######## paddle_controller ########
### Signal wires on met1, paddle_controller

Bar = 20 µm.
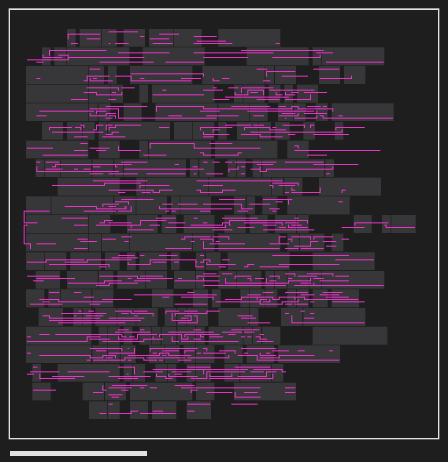

### config.mk
export PLATFORM = sky130hd
export DESIGN_NAME = paddle_controller
export DESIGN_NICKNAME = d
export VERILOG_FILES = /design/src/rtl/paddle_controller.sv
export SDC_FILE = /design/constraint.sdc
export NUM_CORES = 1
export LEC_CHECK = 0
export ABC_CLOCK_PERIOD_IN_PS = 3200
export CORE_MARGIN = 2
export CORE_UTILIZATION = 59
export CTS_CLUSTER_SIZE = 40
export DETAILED_ROUTE_END_ITERATION = 8
export PLACE_DENSITY = 0.91
export SLEW_MARGIN = 10
export SYNTH_ARGS = -nofsm -noshare
export SYNTH_HDL_FRONTEND = slang
export SYNTH_SLANG_ARGS = --single-unit
### constraint.sdc
create_clock -name clk -period 3.2 [get_ports clk]
set_input_delay 0.64 -clock clk [delete_from_list [all_inputs] [get_ports clk]]
set_output_delay 0.64 -clock clk [all_outputs]
set_load 0.1 [all_outputs]
### src/rtl/paddle_controller.sv
`default_nettype none
// ============================================================================
//  Module      : paddle_controller
//  Description : Converts one player's raw up/down push-buttons into the
//                paddle's cell range on an LED column. Buttons are
//                synchronised, debounced and auto-repeated. The paddle is
//                clamped to the column and can be frozen or re-centred.
//  Ports       : clk, rst (async, active-high)
//                btn_up, btn_down  raw asynchronous buttons
//                freeze            hold position, FSM parked in IDLE
//                center            one-cycle re-centre request
//                state_left        lowest lit cell (registered)
//                state_right       highest lit cell (registered)
//                moved             pulse in the cycle after a position change
//  Revision    : 1.0 - initial release
// ============================================================================
module paddle_controller #(
    parameter int WIDTH         = 4,
    parameter int BIT_WIDTH     = 2,
    parameter int PADDLE_LEN    = 2,
    parameter int DEBOUNCE      = 4,
    parameter int REPEAT_DELAY  = 8,
    parameter int REPEAT_PERIOD = 4,
    parameter int CNT_WIDTH     = 8
) (
    input  logic                 clk,
    input  logic                 rst,
    input  logic                 btn_up,
    input  logic                 btn_down,
    input  logic                 freeze,
    input  logic                 center,
    output logic [BIT_WIDTH-1:0] state_left,
    output logic [BIT_WIDTH-1:0] state_right,
    output logic                 moved
);

    localparam logic [BIT_WIDTH-1:0] c_MAX_LEFT = BIT_WIDTH'(WIDTH - PADDLE_LEN);
    localparam logic [BIT_WIDTH-1:0] c_CPOS     = BIT_WIDTH'((WIDTH - PADDLE_LEN) / 2);
    localparam logic [BIT_WIDTH-1:0] c_LEN_M1   = BIT_WIDTH'(PADDLE_LEN - 1);
    localparam logic [CNT_WIDTH-1:0] c_DEB_LAST = CNT_WIDTH'(DEBOUNCE - 1);
    localparam logic [CNT_WIDTH-1:0] c_DLY_LAST = CNT_WIDTH'(REPEAT_DELAY - 1);
    localparam logic [CNT_WIDTH-1:0] c_PER_LAST = CNT_WIDTH'(REPEAT_PERIOD - 1);

    // Direction codes: bit 0 = up, bit 1 = down, matching the button vector.
    localparam logic [1:0] c_DIR_NONE = 2'b00;
    localparam logic [1:0] c_DIR_UP   = 2'b01;
    localparam logic [1:0] c_DIR_DOWN = 2'b10;

    typedef enum logic [1:0] {
        S_IDLE   = 2'd0,
        S_HOLD   = 2'd1,
        S_REPEAT = 2'd2
    } state_t;

    // ------------------------------------------------------------------
    // Synchroniser and debounce, index 0 = up, index 1 = down
    // ------------------------------------------------------------------
    logic [1:0]           w_raw;
    logic [1:0]           r_meta;
    logic [1:0]           r_sync;
    logic [1:0]           r_deb;
    logic [CNT_WIDTH-1:0] r_dcnt [2];

    assign w_raw = {btn_down, btn_up};

    always_ff @(posedge clk or posedge rst) begin
        if (rst) begin
            r_meta <= '0;
            r_sync <= '0;
            r_deb  <= '0;
            for (int i = 0; i < 2; i++) r_dcnt[i] <= '0;
        end else begin
            r_meta <= w_raw;
            r_sync <= r_meta;
            for (int i = 0; i < 2; i++) begin
                if (r_sync[i] == r_deb[i]) begin
                    r_dcnt[i] <= '0;
                end else if (r_dcnt[i] == c_DEB_LAST) begin
                    r_deb[i]  <= r_sync[i];
                    r_dcnt[i] <= '0;
                end else begin
                    r_dcnt[i] <= r_dcnt[i] + 1'b1;
                end
            end
        end
    end

    // Both buttons held cancels out to no direction.
    logic [1:0] w_dir;
    assign w_dir = (r_deb == 2'b11) ? c_DIR_NONE : r_deb;

    // ------------------------------------------------------------------
    // Candidate position for a step in the current direction, clamped.
    // ------------------------------------------------------------------
    logic [BIT_WIDTH-1:0] w_step_left;

    always_comb begin
        w_step_left = state_left;
        if (w_dir == c_DIR_UP && state_left != c_MAX_LEFT)
            w_step_left = state_left + 1'b1;
        else if (w_dir == c_DIR_DOWN && state_left != '0)
            w_step_left = state_left - 1'b1;
    end

    // ------------------------------------------------------------------
    // Repeat FSM and position registers
    // ------------------------------------------------------------------
    state_t               r_state;
    logic [1:0]           r_dir_lat;
    logic [CNT_WIDTH-1:0] r_rcnt;

    always_ff @(posedge clk or posedge rst) begin
        if (rst) begin
            r_state     <= S_IDLE;
            r_dir_lat   <= c_DIR_NONE;
            r_rcnt      <= '0;
            state_left  <= c_CPOS;
            state_right <= c_CPOS + c_LEN_M1;
            moved       <= 1'b0;
        end else begin
            moved <= 1'b0;
            if (center) begin
                r_state     <= S_IDLE;
                state_left  <= c_CPOS;
                state_right <= c_CPOS + c_LEN_M1;
                moved       <= (state_left != c_CPOS);
            end else if (freeze) begin
                // Parked in IDLE so a still-held button steps on release.
                r_state <= S_IDLE;
            end else begin
                case (r_state)
                    S_IDLE: begin
                        if (w_dir != c_DIR_NONE) begin
                            state_left  <= w_step_left;
                            state_right <= w_step_left + c_LEN_M1;
                            moved       <= (w_step_left != state_left);
                            r_dir_lat   <= w_dir;
                            r_rcnt      <= c_DLY_LAST;
                            r_state     <= S_HOLD;
                        end
                    end
                    S_HOLD, S_REPEAT: begin
                        if (w_dir != r_dir_lat) begin
                            // Release or reversal: one IDLE cycle, no step.
                            r_state <= S_IDLE;
                        end else if (r_rcnt == '0) begin
                            state_left  <= w_step_left;
                            state_right <= w_step_left + c_LEN_M1;
                            moved       <= (w_step_left != state_left);
                            r_rcnt      <= c_PER_LAST;
                            r_state     <= S_REPEAT;
                        end else begin
                            r_rcnt <= r_rcnt - 1'b1;
                        end
                    end
                    default: r_state <= S_IDLE;
                endcase
            end
        end
    end

endmodule
`default_nettype wire

######## ex_mem_pipe ########
## config.mk

```make
export PLATFORM = sky130hd
export DESIGN_NAME = ex_mem_pipe
export DESIGN_NICKNAME = d
export VERILOG_FILES = /design/src/rtl/ex_mem_pipe.sv
export SDC_FILE = /design/constraint.sdc
export NUM_CORES = 1
export LEC_CHECK = 0
export CAP_MARGIN = 0
export CORE_ASPECT_RATIO = 0.5
export CORE_MARGIN = 3
export CORE_UTILIZATION = 40
export CTS_CLUSTER_SIZE = 30
export DETAILED_ROUTE_END_ITERATION = 7
export GPL_ROUTABILITY_DRIVEN = 0
export PLACE_DENSITY = 0.71
export SKIP_CTS_REPAIR_TIMING = 1
export SYNTH_ARGS = -nofsm -noshare
export SYNTH_HDL_FRONTEND = slang
export SYNTH_SLANG_ARGS = --single-unit
export TNS_END_PERCENT = 5
```

## constraint.sdc

```tcl
create_clock -name clk -period 7.1 [get_ports clk]
set_clock_uncertainty 0.15 [all_clocks]
set_input_delay 2.13 -clock clk [delete_from_list [all_inputs] [get_ports clk]]
set_output_delay 2.13 -clock clk [all_outputs]
set_load 0.03 [all_outputs]
```

## src/rtl/ex_mem_pipe.sv

```systemverilog
// ex_mem_pipe
// EX->MEM pipeline register built as a 2-entry skid buffer (main + skid).
// It accepts one entry per cycle in both directions at full throughput. ex_ready
// comes straight from a flop, so no combinational ready path runs back into EX.
//
// Ports
//   clk, rst          clock (rising edge); asynchronous active-high reset
//   flush             synchronous kill of every buffered entry
//   ex_*              upstream entry: valid/ready, result, flags {V,C,N,Z}, rd,
//                     reg_write, mem_read, mem_write, store_data
//   mem_*             downstream entry: valid/ready plus registered payload copies
//   stall_count,      (only with EXMEM_PERF_CNT_EN) saturating counters of
//   xfer_count        backpressure cycles and completed drains
//
// Optional feature macro: EXMEM_PERF_CNT_EN
module ex_mem_pipe #(
  parameter int XLEN       = 32,
  parameter int REG_ADDR_W = 5
) (
  input  logic                  clk,
  input  logic                  rst,
  input  logic                  flush,
  input  logic                  ex_valid,
  output logic                  ex_ready,
  input  logic [XLEN-1:0]       ex_result,
  input  logic [3:0]            ex_flags,
  input  logic [REG_ADDR_W-1:0] ex_rd,
  input  logic                  ex_reg_write,
  input  logic                  ex_mem_read,
  input  logic                  ex_mem_write,
  input  logic [XLEN-1:0]       ex_store_data,
  output logic                  mem_valid,
  input  logic                  mem_ready,
  output logic [XLEN-1:0]       mem_result,
  output logic [3:0]            mem_flags,
  output logic [REG_ADDR_W-1:0] mem_rd,
  output logic                  mem_reg_write,
  output logic                  mem_mem_read,
  output logic                  mem_mem_write,
  output logic [XLEN-1:0]       mem_store_data
`ifdef EXMEM_PERF_CNT_EN
  ,
  output logic [31:0]           stall_count,
  output logic [31:0]           xfer_count
`endif
);

  typedef enum logic [1:0] {
    EMPTY = 2'd0,
    MAIN  = 2'd1,
    FULL  = 2'd2
  } state_e;

  typedef struct packed {
    logic [XLEN-1:0]       result;
    logic [3:0]            flags;
    logic [REG_ADDR_W-1:0] rd;
    logic                  reg_write;
    logic                  mem_read;
    logic                  mem_write;
    logic [XLEN-1:0]       store_data;
  } payload_t;

  state_e   state_q;
  logic     ex_ready_q;
  logic     mem_valid_q;
  payload_t main_q;
  payload_t skid_q;
  payload_t in_d;
  logic     accept;
  logic     drain;

  assign accept = ex_valid & ex_ready_q;
  assign drain  = mem_valid_q & mem_ready;

  // Writes to x0 are architecturally discarded, so the enable is cleared on entry.
  always_comb begin
    in_d            = '0;
    in_d.result     = ex_result;
    in_d.flags      = ex_flags;
    in_d.rd         = ex_rd;
    in_d.reg_write  = ex_reg_write & (ex_rd != '0);
    in_d.mem_read   = ex_mem_read;
    in_d.mem_write  = ex_mem_write;
    in_d.store_data = ex_store_data;
  end

  // Occupancy FSM; ex_ready and mem_valid are registered alongside the state.
  always_ff @(posedge clk or posedge rst) begin
    if (rst) begin
      state_q     <= EMPTY;
      ex_ready_q  <= 1'b1;
      mem_valid_q <= 1'b0;
      main_q      <= '0;
      skid_q      <= '0;
    end else if (flush) begin
      // Any accept or drain seen in this cycle is discarded along with the contents.
      state_q     <= EMPTY;
      ex_ready_q  <= 1'b1;
      mem_valid_q <= 1'b0;
    end else begin
      unique case (state_q)
        EMPTY: begin
          if (accept) begin
            main_q      <= in_d;
            state_q     <= MAIN;
            mem_valid_q <= 1'b1;
          end
        end
        MAIN: begin
          if (accept && drain) begin
            main_q <= in_d;
          end else if (accept) begin
            // MEM is stalled: park the new entry behind the one on the outputs.
            skid_q     <= in_d;
            state_q    <= FULL;
            ex_ready_q <= 1'b0;
          end else if (drain) begin
            state_q     <= EMPTY;
            mem_valid_q <= 1'b0;
          end
        end
        FULL: begin
          if (drain) begin
            main_q     <= skid_q;
            state_q    <= MAIN;
            ex_ready_q <= 1'b1;
          end
        end
        default: begin
          state_q     <= EMPTY;
          ex_ready_q  <= 1'b1;
          mem_valid_q <= 1'b0;
        end
      endcase
    end
  end

  assign ex_ready       = ex_ready_q;
  assign mem_valid      = mem_valid_q;
  assign mem_result     = main_q.result;
  assign mem_flags      = main_q.flags;
  assign mem_rd         = main_q.rd;
  assign mem_reg_write  = main_q.reg_write;
  assign mem_mem_read   = main_q.mem_read;
  assign mem_mem_write  = main_q.mem_write;
  assign mem_store_data = main_q.store_data;

`ifdef EXMEM_PERF_CNT_EN
  logic [31:0] stall_q, stall_d;
  logic [31:0] xfer_q, xfer_d;

  // Both counters saturate and survive flush; a flushed drain never reached MEM.
  always_comb begin
    stall_d = stall_q;
    xfer_d  = xfer_q;
    if (mem_valid_q && !mem_ready && (stall_q != 32'hFFFF_FFFF)) begin
      stall_d = stall_q + 32'd1;
    end
    if (drain && !flush && (xfer_q != 32'hFFFF_FFFF)) begin
      xfer_d = xfer_q + 32'd1;
    end
  end

  always_ff @(posedge clk or posedge rst) begin
    if (rst) begin
      stall_q <= '0;
      xfer_q  <= '0;
    end else begin
      stall_q <= stall_d;
      xfer_q  <= xfer_d;
    end
  end

  assign stall_count = stall_q;
  assign xfer_count  = xfer_q;
`endif

endmodule

```

######## max_pool_2x2_flat ########
===== config.mk =====
export PLATFORM = sky130hd
export DESIGN_NAME = max_pool_2x2_flat
export DESIGN_NICKNAME = d
export VERILOG_FILES = /design/src/rtl/cnn_pkg.sv /design/src/rtl/max_pool_2x2_if.sv /design/src/rtl/max_pool_2x2_line_buf.sv /design/src/rtl/max_pool_2x2.sv /design/src/flat_wrapper.sv
export SDC_FILE = /design/constraint.sdc
export NUM_CORES = 2
export LEC_CHECK = 0
export ABC_AREA = 1
export CORE_MARGIN = 4
export CORE_UTILIZATION = 40
export DETAILED_ROUTE_END_ITERATION = 8
export SLEW_MARGIN = 30
export SYNTH_ARGS = -nofsm -noshare
export SYNTH_HDL_FRONTEND = slang
export SYNTH_SLANG_ARGS = --single-unit

===== constraint.sdc =====
create_clock -name sys_clk -period 15.8 [get_ports sys_clk]
set_input_delay 3.95 -clock sys_clk [delete_from_list [all_inputs] [get_ports sys_clk]]
set_output_delay 3.95 -clock sys_clk [all_outputs]
set_load 0.01 [all_outputs]

===== src/rtl/cnn_pkg.sv =====
// Shared CNN pipeline constants: sample/map dimensions and max-pool FSM encodings.
package cnn_pkg;

   localparam int DATA_W = 16;
   localparam int MAX_W  = 256;
   localparam int SIZE_W = 9;

   localparam logic [1:0] ST_IDLE     = 2'd0;
   localparam logic [1:0] ST_EVEN_ROW = 2'd1;
   localparam logic [1:0] ST_ODD_ROW  = 2'd2;

   // A frame is accepted only when its edge length is poolable and fits the line buffer.
   function automatic logic size_ok(input logic [SIZE_W-1:0] s, input int max_w);
      return (s >= SIZE_W'(2)) && (s <= SIZE_W'(max_w));
   endfunction

endpackage


===== src/rtl/max_pool_2x2_if.sv =====
// Stream bus between the normalisation stage and the 2x2 max-pool stage.
interface max_pool_2x2_if #(
   parameter int DATA_W = cnn_pkg::DATA_W
);
   logic [cnn_pkg::SIZE_W-1:0] map_size;
   logic signed [DATA_W-1:0]   pi_map;
   logic                       pi_map_valid;
   logic signed [DATA_W-1:0]   pool_out;
   logic                       pool_out_valid;
   logic                       pool_frame_done;

   modport master (
      output map_size, pi_map, pi_map_valid,
      input  pool_out, pool_out_valid, pool_frame_done
   );

   modport slave (
      input  map_size, pi_map, pi_map_valid,
      output pool_out, pool_out_valid, pool_frame_done
   );
endinterface


===== src/rtl/max_pool_2x2_line_buf.sv =====
// Half-row buffer of horizontal pair maxima: synchronous write, combinational read.
module pool_line_buf #(
   parameter int DATA_W = cnn_pkg::DATA_W,
   parameter int DEPTH  = cnn_pkg::MAX_W / 2,
   parameter int ADDR_W = $clog2(DEPTH)
) (
   input  logic                     sys_clk,
   input  logic                     wr_en,
   input  logic [ADDR_W-1:0]        wr_addr,
   input  logic signed [DATA_W-1:0] wr_data,
   input  logic [ADDR_W-1:0]        rd_addr,
   output logic signed [DATA_W-1:0] rd_data
);

   logic signed [DATA_W-1:0] mem [DEPTH];

   // NOTE: storage has no reset; every entry is written on an even row before the odd row reads it.
   always_ff @(posedge sys_clk) begin
      if (wr_en) begin
         mem[wr_addr] <= wr_data;
      end
   end

   assign rd_data = mem[rd_addr];

endmodule


===== src/rtl/max_pool_2x2.sv =====
// Streaming 2x2 stride-2 max pool over raster-ordered square feature maps.
// Build option: define MAX_POOL_RELU_EN to clamp negative input samples to zero before pairing.
module max_pool_2x2
   import cnn_pkg::*;
#(
   parameter int DATA_W = cnn_pkg::DATA_W,
   parameter int MAX_W  = cnn_pkg::MAX_W
) (
   input  logic          sys_clk,
   input  logic          sys_rst_n,
   max_pool_2x2_if.slave pool_bus
);

   localparam int CNT_W  = $clog2(MAX_W);
   localparam int ADDR_W = CNT_W - 1;

   logic [1:0]               state;
   logic [SIZE_W-1:0]        size_q;
   logic [CNT_W-1:0]         col;
   logic [CNT_W-1:0]         row;
   logic signed [DATA_W-1:0] h_reg;
   logic signed [DATA_W-1:0] pool_out_q;
   logic                     pool_out_valid_q;
   logic                     pool_frame_done_q;

   logic signed [DATA_W-1:0] sample;
   logic signed [DATA_W-1:0] hmax;
   logic signed [DATA_W-1:0] vmax;
   logic signed [DATA_W-1:0] rd_data;
   logic [ADDR_W-1:0]        buf_addr;
   logic [SIZE_W-1:0]        last_idx;
   logic                     start;
   logic                     active;
   logic                     odd_col;
   logic                     row_end;
   logic                     frame_end;
   logic                     wr_en;

   function automatic logic signed [DATA_W-1:0] smax(
      input logic signed [DATA_W-1:0] a,
      input logic signed [DATA_W-1:0] b
   );
      return (a > b) ? a : b;
   endfunction

`ifdef MAX_POOL_RELU_EN
   assign sample = pool_bus.pi_map[DATA_W-1] ? '0 : pool_bus.pi_map;
`else
   assign sample = pool_bus.pi_map;
`endif

   // IDLE holds col at 0, so the first sample of a frame always lands in h_reg.
   assign start     = pool_bus.pi_map_valid && (state == ST_IDLE)
                      && size_ok(pool_bus.map_size, MAX_W);
   assign active    = pool_bus.pi_map_valid && (state != ST_IDLE);
   assign odd_col   = col[0];
   assign buf_addr  = col[CNT_W-1:1];
   assign last_idx  = size_q - SIZE_W'(1);
   assign row_end   = (SIZE_W'(col) == last_idx);
   assign frame_end = row_end && (SIZE_W'(row) == last_idx);
   assign hmax      = smax(h_reg, sample);
   assign vmax      = smax(rd_data, hmax);
   assign wr_en     = active && odd_col && (state == ST_EVEN_ROW);

   pool_line_buf #(
      .DATA_W (DATA_W),
      .DEPTH  (MAX_W / 2),
      .ADDR_W (ADDR_W)
   ) u_line_buf (
      .sys_clk (sys_clk),
      .wr_en   (wr_en),
      .wr_addr (buf_addr),
      .wr_data (hmax),
      .rd_addr (buf_addr),
      .rd_data (rd_data)
   );

   // NOTE: sequential state uses non-blocking assignments so every register sees pre-edge values.
   always_ff @(posedge sys_clk or negedge sys_rst_n) begin
      if (!sys_rst_n) begin
         state             <= ST_IDLE;
         size_q            <= '0;
         col               <= '0;
         row               <= '0;
         h_reg             <= '0;
         pool_out_q        <= '0;
         pool_out_valid_q  <= 1'b0;
         pool_frame_done_q <= 1'b0;
      end else begin
         pool_out_valid_q  <= 1'b0;
         pool_frame_done_q <= 1'b0;

         if (start) begin
            size_q <= pool_bus.map_size;
            h_reg  <= sample;
            col    <= CNT_W'(1);
            row    <= '0;
            state  <= ST_EVEN_ROW;
         end else if (active) begin
            if (!odd_col) begin
               h_reg <= sample;
            end else if (state == ST_ODD_ROW) begin
               pool_out_q       <= vmax;
               pool_out_valid_q <= 1'b1;
            end

            if (row_end) begin
               col <= '0;
               if (frame_end) begin
                  row               <= '0;
                  state             <= ST_IDLE;
                  pool_frame_done_q <= 1'b1;
               end else begin
                  row   <= row + CNT_W'(1);
                  state <= (state == ST_EVEN_ROW) ? ST_ODD_ROW : ST_EVEN_ROW;
               end
            end else begin
               col <= col + CNT_W'(1);
            end
         end
      end
   end

   assign pool_bus.pool_out        = pool_out_q;
   assign pool_bus.pool_out_valid  = pool_out_valid_q;
   assign pool_bus.pool_frame_done = pool_frame_done_q;

endmodule


===== src/flat_wrapper.sv =====
// flat-port wrapper written by rule: the top's interface ports become plain ports
module max_pool_2x2_flat import cnn_pkg::*;
#(
   parameter int DATA_W = cnn_pkg::DATA_W,
   parameter int MAX_W  = cnn_pkg::MAX_W
)
  (sys_clk, sys_rst_n, pool_bus_map_size, pool_bus_pi_map, pool_bus_pi_map_valid, pool_bus_pool_out, pool_bus_pool_out_valid, pool_bus_pool_frame_done);
  max_pool_2x2_if #(.DATA_W(DATA_W)) pool_bus_i ();
  input  logic sys_clk;
  input  logic sys_rst_n;
  input wire logic [$bits(pool_bus_i.map_size)-1:0] pool_bus_map_size;
  input wire logic [$bits(pool_bus_i.pi_map)-1:0] pool_bus_pi_map;
  input wire logic [$bits(pool_bus_i.pi_map_valid)-1:0] pool_bus_pi_map_valid;
  output wire logic [$bits(pool_bus_i.pool_out)-1:0] pool_bus_pool_out;
  output wire logic [$bits(pool_bus_i.pool_out_valid)-1:0] pool_bus_pool_out_valid;
  output wire logic [$bits(pool_bus_i.pool_frame_done)-1:0] pool_bus_pool_frame_done;
  assign pool_bus_i.map_size = pool_bus_map_size;
  assign pool_bus_i.pi_map = pool_bus_pi_map;
  assign pool_bus_i.pi_map_valid = pool_bus_pi_map_valid;
  assign pool_bus_pool_out = pool_bus_i.pool_out;
  assign pool_bus_pool_out_valid = pool_bus_i.pool_out_valid;
  assign pool_bus_pool_frame_done = pool_bus_i.pool_frame_done;
  max_pool_2x2 #(.DATA_W(DATA_W), .MAX_W(MAX_W)) u_core (.sys_clk(sys_clk), .sys_rst_n(sys_rst_n), .pool_bus(pool_bus_i));
endmodule

######## tt_extract3_flat ########
$ cat config.mk
export PLATFORM = sky130hd
export DESIGN_NAME = tt_extract3_flat
export DESIGN_NICKNAME = d
export VERILOG_FILES = /design/src/rtl/tt_extract3_if.sv /design/src/rtl/tt_extract3.sv /design/src/flat_wrapper.sv
export SDC_FILE = /design/constraint.sdc
export NUM_CORES = 1
export LEC_CHECK = 0
export CAP_MARGIN = 30
export CORE_ASPECT_RATIO = 0.6
export CORE_MARGIN = 4
export CORE_UTILIZATION = 58
export DETAILED_ROUTE_END_ITERATION = 6
export PLACE_DENSITY = 0.84
export SYNTH_ARGS = -nofsm -noshare
export SYNTH_HDL_FRONTEND = slang
export SYNTH_SLANG_ARGS = --single-unit
export TNS_END_PERCENT = 50
$ cat constraint.sdc
create_clock -name clk -period 3.1 [get_ports clk]
set_input_delay 0.93 -clock clk [delete_from_list [all_inputs] [get_ports clk]]
set_output_delay 0.93 -clock clk [all_outputs]
set_load 0.1 [all_outputs]
$ cat src/rtl/tt_extract3_if.sv
// rtl/tt_extract3_if.sv - control, result and stimulus bundle for the truth-table characterizer
interface tt_extract3_if;
    logic       start;
    logic       abort;
    logic [7:0] expected;
    logic       dut_out;
    logic [2:0] stim;
    logic       busy;
    logic       done;
    logic [7:0] tt_code;
    logic       match;

    modport master (
        output start, abort, expected, dut_out,
        input  stim, busy, done, tt_code, match
    );

    modport slave (
        input  start, abort, expected, dut_out,
        output stim, busy, done, tt_code, match
    );
endinterface

$ cat src/rtl/tt_extract3.sv
// rtl/tt_extract3.sv - steps a 3-input block through rows 000..111 and assembles its 8-bit truth-table code
module tt_extract3 #(
    parameter int SETTLE_CYCLES = 4,
    parameter int CNT_W         = 8
) (
    input  logic         clk,
    input  logic         rst_n,
    tt_extract3_if.slave bus
);
    typedef enum logic [1:0] {IDLE, SETTLE, DONE} state_t;

    state_t           state, state_nx;
    logic [2:0]       row;
    logic [CNT_W-1:0] cnt;
    logic [7:0]       shreg;
    logic [7:0]       exp_q;
    logic [7:0]       sh_next;
    logic [7:0]       code_q;
    logic             match_q;
    logic             row_end;

    assign row_end = (cnt == CNT_W'(SETTLE_CYCLES - 1));

    // Row r lands in bit 7-r so row 000 ends up as the MSB of the code.
    always_comb begin
        sh_next = shreg;
        sh_next[3'd7 - row] = bus.dut_out;
    end

    always_ff @(posedge clk or negedge rst_n) begin
        if (!rst_n) state <= IDLE;
        else        state <= state_nx;
    end

    always_comb begin
        state_nx = state;
        unique case (state)
            IDLE:    if (bus.start) state_nx = SETTLE;
            SETTLE: begin
                if (bus.abort)                        state_nx = IDLE;
                else if (row_end && (row == 3'd7))    state_nx = DONE;
            end
            DONE:    state_nx = IDLE;
            default: state_nx = IDLE;
        endcase
    end

    always_ff @(posedge clk or negedge rst_n) begin
        if (!rst_n) begin
            row     <= 3'd0;
            cnt     <= '0;
            shreg   <= 8'h00;
            exp_q   <= 8'h00;
            code_q  <= 8'h00;
            match_q <= 1'b0;
        end else begin
            unique case (state)
                IDLE: begin
                    if (bus.start) begin
                        exp_q <= bus.expected;
                        shreg <= 8'h00;
                        row   <= 3'd0;
                        cnt   <= '0;
                    end
                end
                SETTLE: begin
                    if (bus.abort) begin
                        row <= 3'd0;
                        cnt <= '0;
                    end else if (row_end) begin
                        shreg <= sh_next;
                        cnt   <= '0;
                        if (row == 3'd7) begin
                            // The final sample goes straight into the result alongside the earlier rows.
                            code_q  <= sh_next;
                            match_q <= (sh_next == exp_q);
                            row     <= 3'd0;
                        end else begin
                            row <= row + 3'd1;
                        end
                    end else begin
                        cnt <= cnt + 1'b1;
                    end
                end
                default: ;
            endcase
        end
    end

    assign bus.stim    = (state == SETTLE) ? row : 3'd0;
    assign bus.busy    = (state == SETTLE);
    assign bus.done    = (state == DONE);
    assign bus.tt_code = code_q;
    assign bus.match   = match_q;
endmodule

$ cat src/flat_wrapper.sv
// flat-port wrapper written by rule: the top's interface ports become plain ports
module tt_extract3_flat 
#(
    parameter int SETTLE_CYCLES = 4,
    parameter int CNT_W         = 8
)
  (clk, rst_n, bus_start, bus_abort, bus_expected, bus_dut_out, bus_stim, bus_busy, bus_done, bus_tt_code, bus_match);
  tt_extract3_if bus_i ();
  input  logic clk;
  input  logic rst_n;
  input wire logic [$bits(bus_i.start)-1:0] bus_start;
  input wire logic [$bits(bus_i.abort)-1:0] bus_abort;
  input wire logic [$bits(bus_i.expected)-1:0] bus_expected;
  input wire logic [$bits(bus_i.dut_out)-1:0] bus_dut_out;
  output wire logic [$bits(bus_i.stim)-1:0] bus_stim;
  output wire logic [$bits(bus_i.busy)-1:0] bus_busy;
  output wire logic [$bits(bus_i.done)-1:0] bus_done;
  output wire logic [$bits(bus_i.tt_code)-1:0] bus_tt_code;
  output wire logic [$bits(bus_i.match)-1:0] bus_match;
  assign bus_i.start = bus_start;
  assign bus_i.abort = bus_abort;
  assign bus_i.expected = bus_expected;
  assign bus_i.dut_out = bus_dut_out;
  assign bus_stim = bus_i.stim;
  assign bus_busy = bus_i.busy;
  assign bus_done = bus_i.done;
  assign bus_tt_code = bus_i.tt_code;
  assign bus_match = bus_i.match;
  tt_extract3 #(.SETTLE_CYCLES(SETTLE_CYCLES), .CNT_W(CNT_W)) u_core (.clk(clk), .rst_n(rst_n), .bus(bus_i));
endmodule
### Routing congestion map, max_pool_2x2_flat

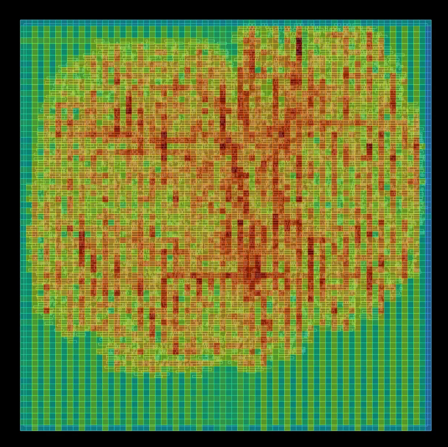
met3 global-route usage: 3.51%
met2 Track Usage GR: 32.6%

==> CHANGELOG.md, max_pool_2x2_flat <==
### Physical design

* Final Util at 45.0%
* Measured slew at the worst slew-check pin at 1090 ps
* Mapped Area at 90300 µm²
* Levels on crit path at 26
* Top Consumer: combinational logic
* DP HPWL at 135000 µm
* Outcome: finished, final reports clean
* Comb gates at 6106
* CP max FO at 62
* Area fraction in full adders, half adders and majority gates at 0.485%
* Gp weighted congestion at 0.841
* Die footprint at 233000 µm²
* Chip width at 483 µm
* Cells after DPL at 11600
* Gr busiest metal: met2
* Worst setup margin at 6770 ps
* Share of the synthesized area in the top cell type at 68.1%
* End of the worst register-to-register path: u_core.pool_bus.pool_out[11]
* Synth Area in Compound Gates at 1.94%
max_pool_2x2_flat: cell usage after synthesis:
cell	count
nor3_1	7
clkbuf_1	148
o21ai_1	97
nand3_1	85
nor3b_1	1
a21o_1	1
nor2_1	403
buf_4	13
nand3_2	2
nand2_1	4949
dfrtp_1	61
a21oi_1	223
nand4_1	254
ha_1	35
o22ai_1	3
and2_1	1
inv_2	3
xor2_1	17
buf_2	281
inv_1	98
clkinv_1	4
buf_6	11
edfxtp_1	2048
nand3b_1	3
o21a_1	2
nor3_2	1
o21ai_0	21
buf_1	33
nand2b_1	1
### Routing congestion map, ex_mem_pipe

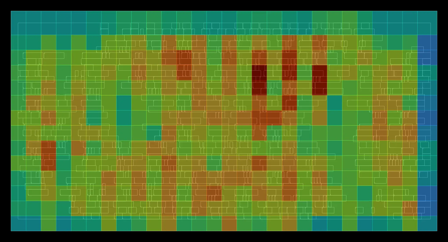
global-route usage over all layers: 17.4%
DR WL/cell: 16.6 µm

### Signal wires by layer, ex_mem_pipe

Bar = 50 µm. Only two layers are drawn.
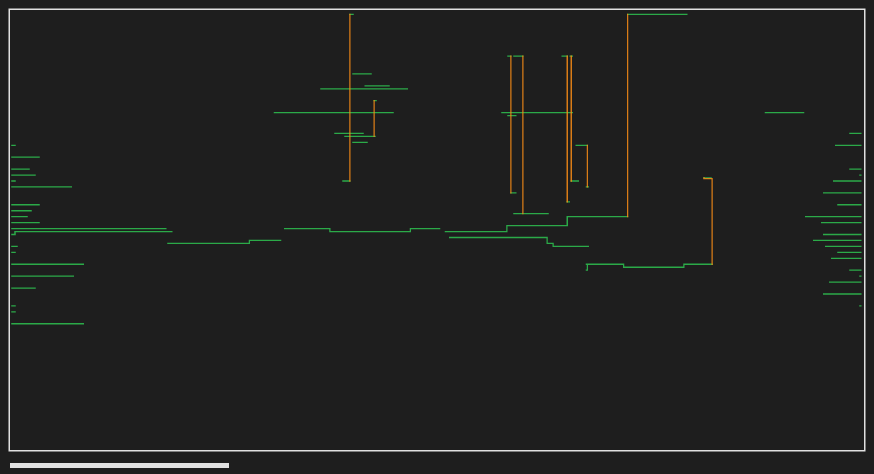
Key: orange = met4 [wire length 253 µm]; green = met3 [wire length 598 µm]

==> CHANGELOG.md, ex_mem_pipe <==
### Physical design

* Outcome: finished, final reports clean
* Critical path type: in2reg
* Max layer used: met4
* Final worst path period need at 4200 ps
* # nets final at 830
* Async S/R FF share, synth at 100%
* Antenna violations before repair at 0
* End of the worst register-to-register path: mem_rd[0]
* Area leader, netlist: dfrtp_1
* Post-synth cell types at 34
* Avg Cell Area, Syn at 12.0 µm²
* Share of the synthesized area in the top cell type at 54.1%
* Chip width at 195 µm
* Clk latency late pin at 400 ps
* Clk sinks at 156
* Layout cell share with drive strength beyond 1 at 16.9%
* Max reg flops at 76
* Root Driver: clkbuf_16
* Mapped Cells at 599
* Most frequent cell after synthesis: nand2_1
* Gr busiest metal: met2
* Max stage delay cell, worst path: buf_4
* Buf+Inv Stages, Crit Path at 2
* Final Util at 56.0%
* Met3 global-route usage at 4.01%
* Drc violations at 0
==> ex_mem_pipe: area by class of cell <==
type,instances,area [µm²]
clock buffers,21,450
fillers,1423,7460
multi-input cells,407,3030
well taps,227,284
clock inverters,11,191
flip-flops and latches,156,3910
inverters,2,12.5
repair buffers,165,1630
==> ex_mem_pipe: kinds of logic after synthesis <==
kind of cell    synth area share [%]
compound gates                  1.12
buf+inv                         3.41
flops                           54.5
mux                             27.5
simple gates                    13.5
==> ex_mem_pipe: power by group <==
part	internal, mW	switching, mW
Sequential	1.32	0.242
Combinational	0.815	0.767
Clock	0.634	0.362
Total	2.77	1.37
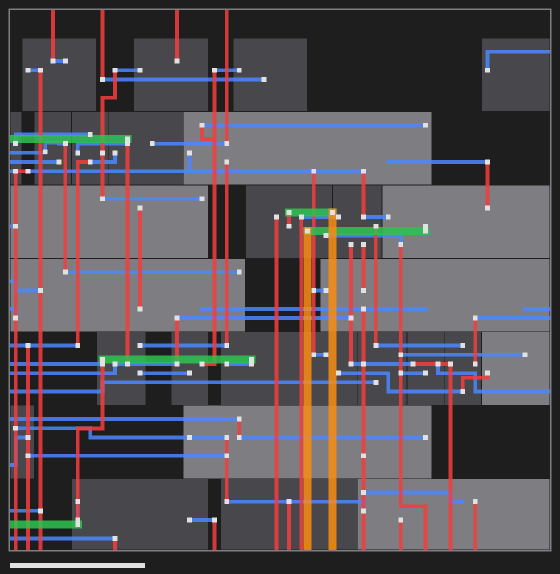
*Zoomed window, tt_extract3_flat*
Bar = 5 µm. Region (52, 30) to (72, 50) µm. Cells in grey, sequential cells in the stronger grey; small squares are vias.
Key: red = met2; blue = met1; orange = met4; green = met3
Most frequent: dfrtp_1 (7), nand2_1 (4), buf_4 (4). Netlist names of flops here include u_core.bus.tt_code (5), u_core.shreg (2). Sequential cells in the window: 7. 24 logic cells have their middle in the window.

### Signal wires by layer, tt_extract3_flat

Bar = 20 µm. Only two layers are drawn.
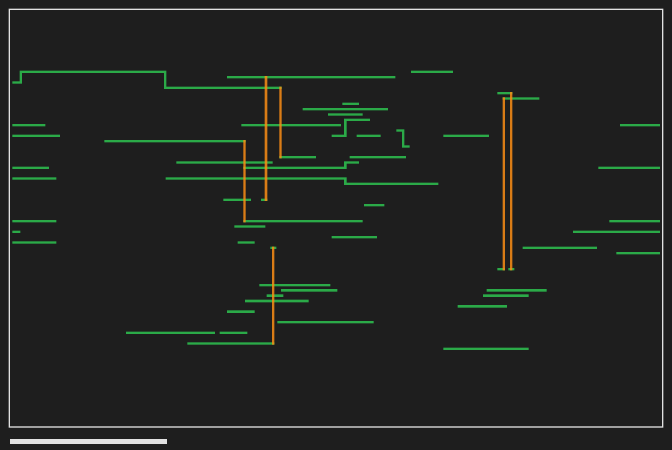
Key: green = met3 [wire length 411 µm]; orange = met4 [wire length 91.1 µm]

==> CHANGELOG.md, tt_extract3_flat <==
### Physical design

* Outcome: finished, final reports clean
* Chip width at 83.2 µm
* Sequential Power at 671 µW
* Cells in synth_stat.txt at 191
* # nets final at 238
* Met3 WL at 410 µm
* Largest net degree at the start of global routing at 39
* Share of the synthesized area in the top cell type at 48.3%
* Sequential share of power at 40.5%
* Final ANT Viol Nets at 0
* Post-route cell area at 2390 µm²
* Seq. cell area at 951 µm²
* Worst setup margin at 249 ps
* Cells after DPL at 259
* Slew Limit Fails at 0
* Max Root-Sink Buffers at 2
* Antenna violations before repair at 0
* CP required at 2170 ps
* Reg2Reg Depth at 5
* CP Data Arrival Time at 1920 ps
* Layout area overhead at 21.6%
* P_sw at 562 µW
* Critical Path Start Type: flip-flop
* I/O pins at 27
* Unrepaired setup endpoints after global routing: no
tt_extract3_flat: cell families after synthesis:
| group | Yosys count | synth area share (%) |
|---|---|---|
| flip-flops | 38 | 48.3 |
| AND-OR/OR-AND | 43 | 13.4 |
| multiplexers | 16 | 8.84 |
| adder cells (fa/ha/maj) | 4 | 2.54 |
| XOR/XNOR | 10 | 4.45 |
| AND/OR/NAND/NOR | 67 | 19.9 |
| buffers and inverters | 13 | 2.48 |
tt_extract3_flat: critical path, cell delays in order (launching register included):
cell and delay, ps:
dfrtp_1 460, nand2b_1 310, clkinv_1 350, and2_1 280, buf_4 230
### Routed metal per tile, paddle_controller

13 x 13 tiles, from white (low) to dark blue (high), scaled to the fullest tile. Values are wire area over tile area, all layers added.
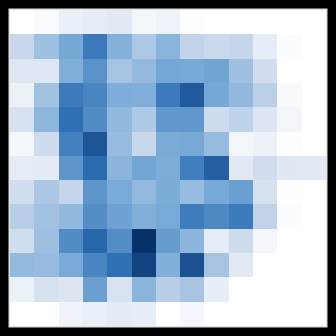
The emptiest ninth of the die: bottom right. The densest ninth of the die: middle. The fullest tile reaches 0.48. The mean over all tiles is 0.15. 25% of the tiles are over half the peak. 20% of the tiles are nearly empty.

Notes on 'Signal wires on met1' of paddle_controller above:
The wires run mostly horizontal. 209 nets have wire on it. The layer carries 1790 µm of wire. The layer holds 48% of the routed length. The longest straight run is 14.3 µm.

==> CHANGELOG.md, paddle_controller <==
### Physical design

* Outcome: finished, final reports clean
* Fin. Hold Viols at 0
* Global-route usage over all layers at 21.6%
* Buffers on Ports at 10
* Seq cells at 39
* Delay-heaviest family, CP: simple AND/OR/NAND/NOR gates
* Crit-path max cell delay at 590 ps
* Syn. warnings at 0
* Chip width at 62.5 µm
* Clock slew at reported path FFs at 140 ps
* Levels on crit path at 4
* Max Clk Rate at 414 MHz
* EDFF count, synth at 0
* MUX share of area at 3.22%
* XOR/XNOR Area Share at 7.80%
* Fin crit share at 75.5%
* Post-synth cell types at 41
* End of the worst register-to-register path: r_state[1]
* Resized cells post-CTS at 0
* Met2 Track Usage GR at 34.7%
* Leading cell kind: flip-flops and latches
* Rows at 21
* I/O pins at 11
* Share of the synthesized area in the top cell type at 45.8%
* First drt pass iteration count at 4
* Maxcap violations at 0
==> paddle_controller: state kept, by name, indices dropped and copies added, names as in the netlist <==
register	flops
state_right	2
r_meta	2
r_dcnt	16
r_state	2
r_deb	2
r_dir_lat	2
moved	1
state_left	2
r_rcnt	8
r_sync	2
==> paddle_controller: power by group <==
group / internal [mW] / switching (mW) / leakage (nW) / total, mW
clock: 0.164 / 0.176 / 0.0452 / 0.340
combinational: 0.293 / 0.550 / 0.491 / 0.843
sequential: 0.599 / 0.104 / 0.503 / 0.703

######## result_writer_flat ########
### Zoomed window, result_writer_flat

Bar = 5 µm. Region (173, 173) to (193, 193) µm. Cells in grey, sequential cells in the stronger grey; small squares are vias.
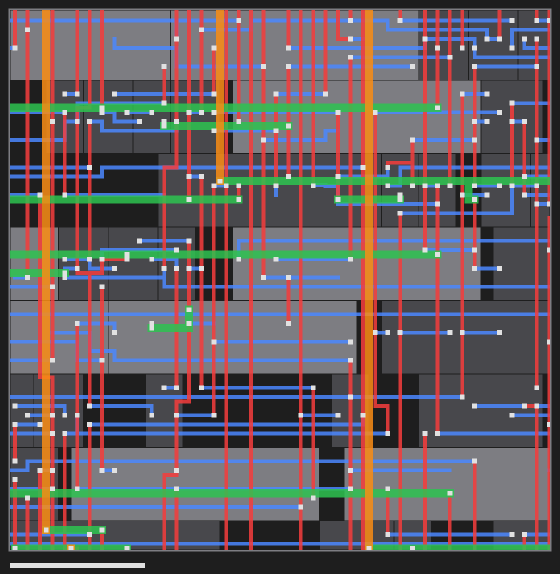
<file path="config.mk">
export PLATFORM = sky130hd
export DESIGN_NAME = result_writer_flat
export DESIGN_NICKNAME = d
export VERILOG_FILES = /design/src/rtl/result_writer_if.sv /design/src/rtl/result_writer.sv /design/src/flat_wrapper.sv
export SDC_FILE = /design/constraint.sdc
export NUM_CORES = 2
export LEC_CHECK = 0
export CAP_MARGIN = 20
export CORE_UTILIZATION = 62
export CTS_CLUSTER_SIZE = 20
export DETAILED_ROUTE_END_ITERATION = 10
export PLACE_DENSITY = 0.79
export SKIP_CTS_REPAIR_TIMING = 1
export SLEW_MARGIN = 20
export SYNTH_ARGS = -nofsm -noshare
export SYNTH_HDL_FRONTEND = slang
export SYNTH_SLANG_ARGS = --single-unit
export TNS_END_PERCENT = 30
</file>
<file path="constraint.sdc">
create_clock -name clk -period 37.6 [get_ports clk]
set_clock_uncertainty 0.2 [all_clocks]
set_input_delay 11.28 -clock clk [delete_from_list [all_inputs] [get_ports clk]]
set_output_delay 11.28 -clock clk [all_outputs]
set_load 0.05 [all_outputs]
</file>
<file path="src/rtl/result_writer_if.sv">
// Result-writer bus: convolution result stream in,
// shared result-memory write port and frame status out.
interface result_writer_if;
  logic        i_start;
  logic        i_valid;
  logic [18:0] i_data;
  logic        o_cwr;
  logic        o_sel;
  logic [11:0] o_caddr;
  logic [19:0] o_cdata;
  logic        o_done;
  logic        o_err;

  modport slave (
    input  i_start, i_valid, i_data,
    output o_cwr, o_sel, o_caddr,
    output o_cdata, o_done, o_err
  );

  modport master (
    output i_start, i_valid, i_data,
    input  o_cwr, o_sel, o_caddr,
    input  o_cdata, o_done, o_err
  );
endinterface

</file>
<file path="src/rtl/result_writer.sv">
// ReLU + layer-0 writeback + 2x2 max-pool into layer-1,
// both sharing one registered memory write port.
module result_writer #(
  parameter int IMG_W      = 64,
  parameter int FIFO_DEPTH = 4
) (
  input  logic            clk,
  input  logic            reset,
  result_writer_if.slave  bus
);
  localparam int LW = $clog2(IMG_W);
  localparam int NW = 2 * LW;
  localparam int HW = IMG_W / 2;
  localparam int FW = (FIFO_DEPTH > 1) ? $clog2(FIFO_DEPTH) : 1;
  localparam int CW = $clog2(FIFO_DEPTH + 1);

  typedef enum logic [1:0] {
    IDLE, RUN, DRAIN, DONE
  } state_e;

  typedef struct packed {
    logic [11:0] addr;
    logic [18:0] data;
  } pool_t;

  state_e state_q, state_d;

  logic [NW-1:0] n_q, n_d;
  logic [18:0]   h_q, h_d;
  logic [18:0]   rb_q [HW];
  logic [18:0]   rb_d [HW];
  pool_t         fifo_q [FIFO_DEPTH];
  pool_t         fifo_d [FIFO_DEPTH];
  logic [FW-1:0] rd_q, rd_d;
  logic [FW-1:0] wr_q, wr_d;
  logic [CW-1:0] cnt_q, cnt_d;
  logic          err_q, err_d;

  logic          cwr_q, cwr_d;
  logic          sel_q, sel_d;
  logic [11:0]   caddr_q, caddr_d;
  logic [19:0]   cdata_q, cdata_d;
  logic          done_q, done_d;

  logic          accept, push, pop;
  logic          last, full;
  logic [18:0]   v, mx_h, mx_rb;
  logic [LW-2:0] hcol;
  logic [11:0]   paddr;

  function automatic logic [FW-1:0] inc(
    input logic [FW-1:0] p
  );
    if (p == FW'(FIFO_DEPTH - 1)) return '0;
    return p + 1'b1;
  endfunction

  always_comb begin
    v      = bus.i_data[18] ? '0 : bus.i_data;
    accept = (state_q == RUN) && bus.i_valid;
    hcol   = n_q[LW-1:1];
    last   = &n_q;
    full   = cnt_q == CW'(FIFO_DEPTH);
    mx_h   = (h_q > v) ? h_q : v;
    mx_rb  = (rb_q[hcol] > v) ? rb_q[hcol] : v;
    paddr  = 12'({n_q[NW-1:LW+1], n_q[LW-1:1]});
    push   = accept && n_q[LW] && n_q[0];
    // layer-0 writes own the port; the queue only fills gaps
    pop    = !accept && (cnt_q != '0);
  end

  always_ff @(posedge clk or posedge reset) begin
    if (reset) state_q <= IDLE;
    else       state_q <= state_d;
  end

  always_comb begin
    state_d = state_q;
    unique case (state_q)
      IDLE:  if (bus.i_start)     state_d = RUN;
      RUN:   if (accept && last)  state_d = DRAIN;
      DRAIN: if (cnt_q == '0)     state_d = DONE;
      DONE:                       state_d = IDLE;
      default:                    state_d = IDLE;
    endcase
  end

  always_comb begin
    cwr_d   = 1'b0;
    sel_d   = sel_q;
    caddr_d = caddr_q;
    cdata_d = cdata_q;
    done_d  = (state_q == DRAIN) && (cnt_q == '0);
    if (accept) begin
      cwr_d   = 1'b1;
      sel_d   = 1'b0;
      caddr_d = 12'(n_q);
      cdata_d = {1'b0, v};
    end else if (pop) begin
      cwr_d   = 1'b1;
      sel_d   = 1'b1;
      caddr_d = fifo_q[rd_q].addr;
      cdata_d = {1'b0, fifo_q[rd_q].data};
    end
  end

  always_comb begin
    n_d    = n_q;
    h_d    = h_q;
    rb_d   = rb_q;
    fifo_d = fifo_q;
    rd_d   = rd_q;
    wr_d   = wr_q;
    cnt_d  = cnt_q;
    err_d  = err_q;
    if (state_q == IDLE && bus.i_start) begin
      n_d   = '0;
      h_d   = '0;
      rd_d  = '0;
      wr_d  = '0;
      cnt_d = '0;
    end else begin
      if (accept) begin
        n_d = n_q + 1'b1;
        unique case ({n_q[LW], n_q[0]})
          2'b00: h_d = v;
          2'b01: rb_d[hcol] = mx_h;
          2'b10: h_d = mx_rb;
          default: ;
        endcase
      end
      if (pop) begin
        rd_d  = inc(rd_q);
        cnt_d = cnt_q - 1'b1;
      end
      if (push) begin
        if (full && !pop) begin
          err_d = 1'b1;
        end else begin
          fifo_d[wr_q].addr = paddr;
          fifo_d[wr_q].data = mx_h;
          wr_d  = inc(wr_q);
          cnt_d = cnt_d + 1'b1;
        end
      end
    end
  end

  always_ff @(posedge clk or posedge reset) begin
    if (reset) begin
      n_q     <= '0;
      h_q     <= '0;
      rb_q    <= '{default: '0};
      fifo_q  <= '{default: '0};
      rd_q    <= '0;
      wr_q    <= '0;
      cnt_q   <= '0;
      err_q   <= 1'b0;
      cwr_q   <= 1'b0;
      sel_q   <= 1'b0;
      caddr_q <= '0;
      cdata_q <= '0;
      done_q  <= 1'b0;
    end else begin
      n_q     <= n_d;
      h_q     <= h_d;
      rb_q    <= rb_d;
      fifo_q  <= fifo_d;
      rd_q    <= rd_d;
      wr_q    <= wr_d;
      cnt_q   <= cnt_d;
      err_q   <= err_d;
      cwr_q   <= cwr_d;
      sel_q   <= sel_d;
      caddr_q <= caddr_d;
      cdata_q <= cdata_d;
      done_q  <= done_d;
    end
  end

  assign bus.o_cwr   = cwr_q;
  assign bus.o_sel   = sel_q;
  assign bus.o_caddr = caddr_q;
  assign bus.o_cdata = cdata_q;
  assign bus.o_done  = done_q;
  assign bus.o_err   = err_q;
endmodule
</file>
<file path="src/flat_wrapper.sv">
// flat-port wrapper written by rule: the top's interface ports become plain ports
module result_writer_flat 
#(
  parameter int IMG_W      = 64,
  parameter int FIFO_DEPTH = 4
)
  (clk, reset, bus_i_start, bus_i_valid, bus_i_data, bus_o_cwr, bus_o_sel, bus_o_caddr, bus_o_cdata, bus_o_done, bus_o_err);
  result_writer_if bus_i ();
  input  logic clk;
  input  logic reset;
  input wire logic [$bits(bus_i.i_start)-1:0] bus_i_start;
  input wire logic [$bits(bus_i.i_valid)-1:0] bus_i_valid;
  input wire logic [$bits(bus_i.i_data)-1:0] bus_i_data;
  output wire logic [$bits(bus_i.o_cwr)-1:0] bus_o_cwr;
  output wire logic [$bits(bus_i.o_sel)-1:0] bus_o_sel;
  output wire logic [$bits(bus_i.o_caddr)-1:0] bus_o_caddr;
  output wire logic [$bits(bus_i.o_cdata)-1:0] bus_o_cdata;
  output wire logic [$bits(bus_i.o_done)-1:0] bus_o_done;
  output wire logic [$bits(bus_i.o_err)-1:0] bus_o_err;
  assign bus_i.i_start = bus_i_start;
  assign bus_i.i_valid = bus_i_valid;
  assign bus_i.i_data = bus_i_data;
  assign bus_o_cwr = bus_i.o_cwr;
  assign bus_o_sel = bus_i.o_sel;
  assign bus_o_caddr = bus_i.o_caddr;
  assign bus_o_cdata = bus_i.o_cdata;
  assign bus_o_done = bus_i.o_done;
  assign bus_o_err = bus_i.o_err;
  result_writer #(.IMG_W(IMG_W), .FIFO_DEPTH(FIFO_DEPTH)) u_core (.clk(clk), .reset(reset), .bus(bus_i));
endmodule
</file>
==> CHANGELOG.md <==
### Physical design

* Max reg flops at 608
* Cell Pwr Density at 58.6 nW/µm²
* Top flop regs: u_core.rb_q (608), u_core.fifo_q (116)
* Met3 WL at 9180 µm
* Critical path type: in2reg
* Mapped Cells at 3511
* Comb gates at 2396
* Seq cells at 799
* Worst VDD drop at 55.4 µV
* Core Region at 57800 µm²
* Register share after synthesis at 55.1%
* Top cell excl fill/tap: dfrtp_1
* Seq. cell area at 20000 µm²
* Invs w/o clock at 29
* Initial Utilization at 62.8%
* Fill cells at 4083
* N_diodes at 1
* Fin. Hold Viols at 0
* CP max FO at 36
* Plain + repair buffers at 125
* P_leak at 17.1 nW
* Layout clock area frac at 6.80%
* Cells in synth_stat.txt at 3511
* XOR/XNOR Area Share at 0.217%
* Gr busiest metal: met2
* Leading cell kind: flip-flops and latches
* H-tree levels at 3
* Met1 Track Usage GR at 46.1%
* Largest Register: u_core.rb_q
* Outcome: finished, final reports clean
Notes on 'Zoomed window' of result_writer_flat above:
Key: orange = met4; red = met2; green = met3; blue = met1
Most frequent: nand2_1 (7), o21ai_0 (7), dfrtp_1 (7). Sequential cells in the window: 7. Netlist names of flops here include u_core.fifo_q (7). 29 logic cells have their middle in the window.

==> per-stage QoR <==
| step | cells | hold WS, ps | area [µm²] | util, % |
|---|---|---|---|---|
| final | 4260 | 272 | 39800 | 68.9 |
| after global routing | 4259 | 288 | 39800 | 68.9 |
| after CTS | 4257 | 278 | 39700 | 68.8 |
| after detailed placement | 4112 | 265 | 37000 | 64.1 |
| after global placement | 4112 | 255 | 37000 | 64.1 |
| after floorplan | 3511 | 245 | 36300 | - |
==> where the power goes <==
group	internal, mW	switching (mW)	total, mW
registers	0.907	0.0451	0.952
logic	0.185	0.374	0.559
clock network	0.481	0.341	0.822
total	1.57	0.760	2.33


## Gallery

Zoomed window.
picture 1
Bar = 5 µm. Region (352, 352) to (372, 372) µm. Cells in grey, sequential cells in the stronger grey; small squares are vias.
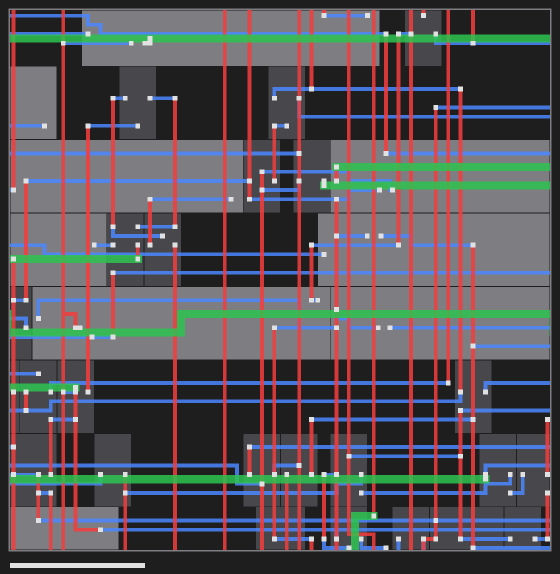
picture 2
Bar = 5 µm. Region (37, 37) to (57, 57) µm. Cells in grey, sequential cells in the stronger grey; small squares are vias.
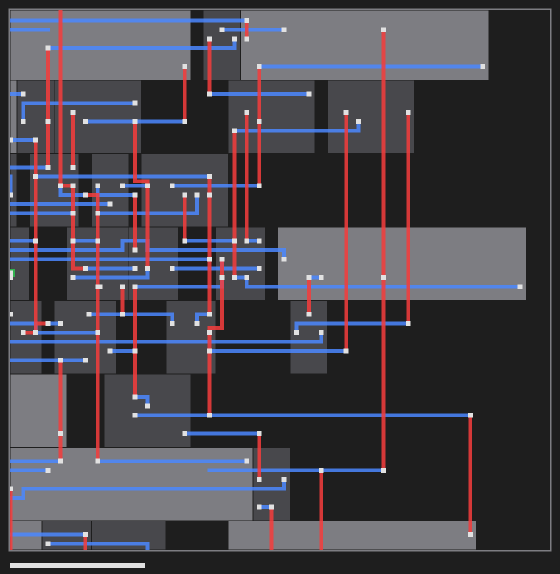
picture 3
Bar = 5 µm. Region (136, 65) to (156, 85) µm. Cells in grey, sequential cells in the stronger grey; small squares are vias.
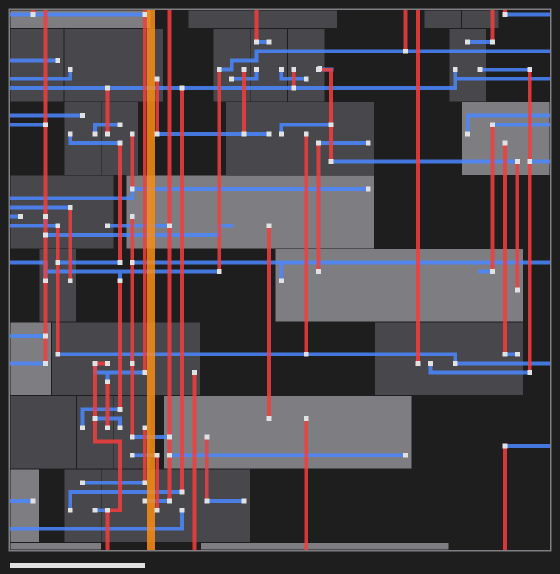
| picture | from |
|---|---|
| picture 1 | max_pool_2x2_flat |
| picture 2 | paddle_controller |
| picture 3 | ex_mem_pipe |

Power figures rest on the tool's default switching activity, not on a simulated workload.
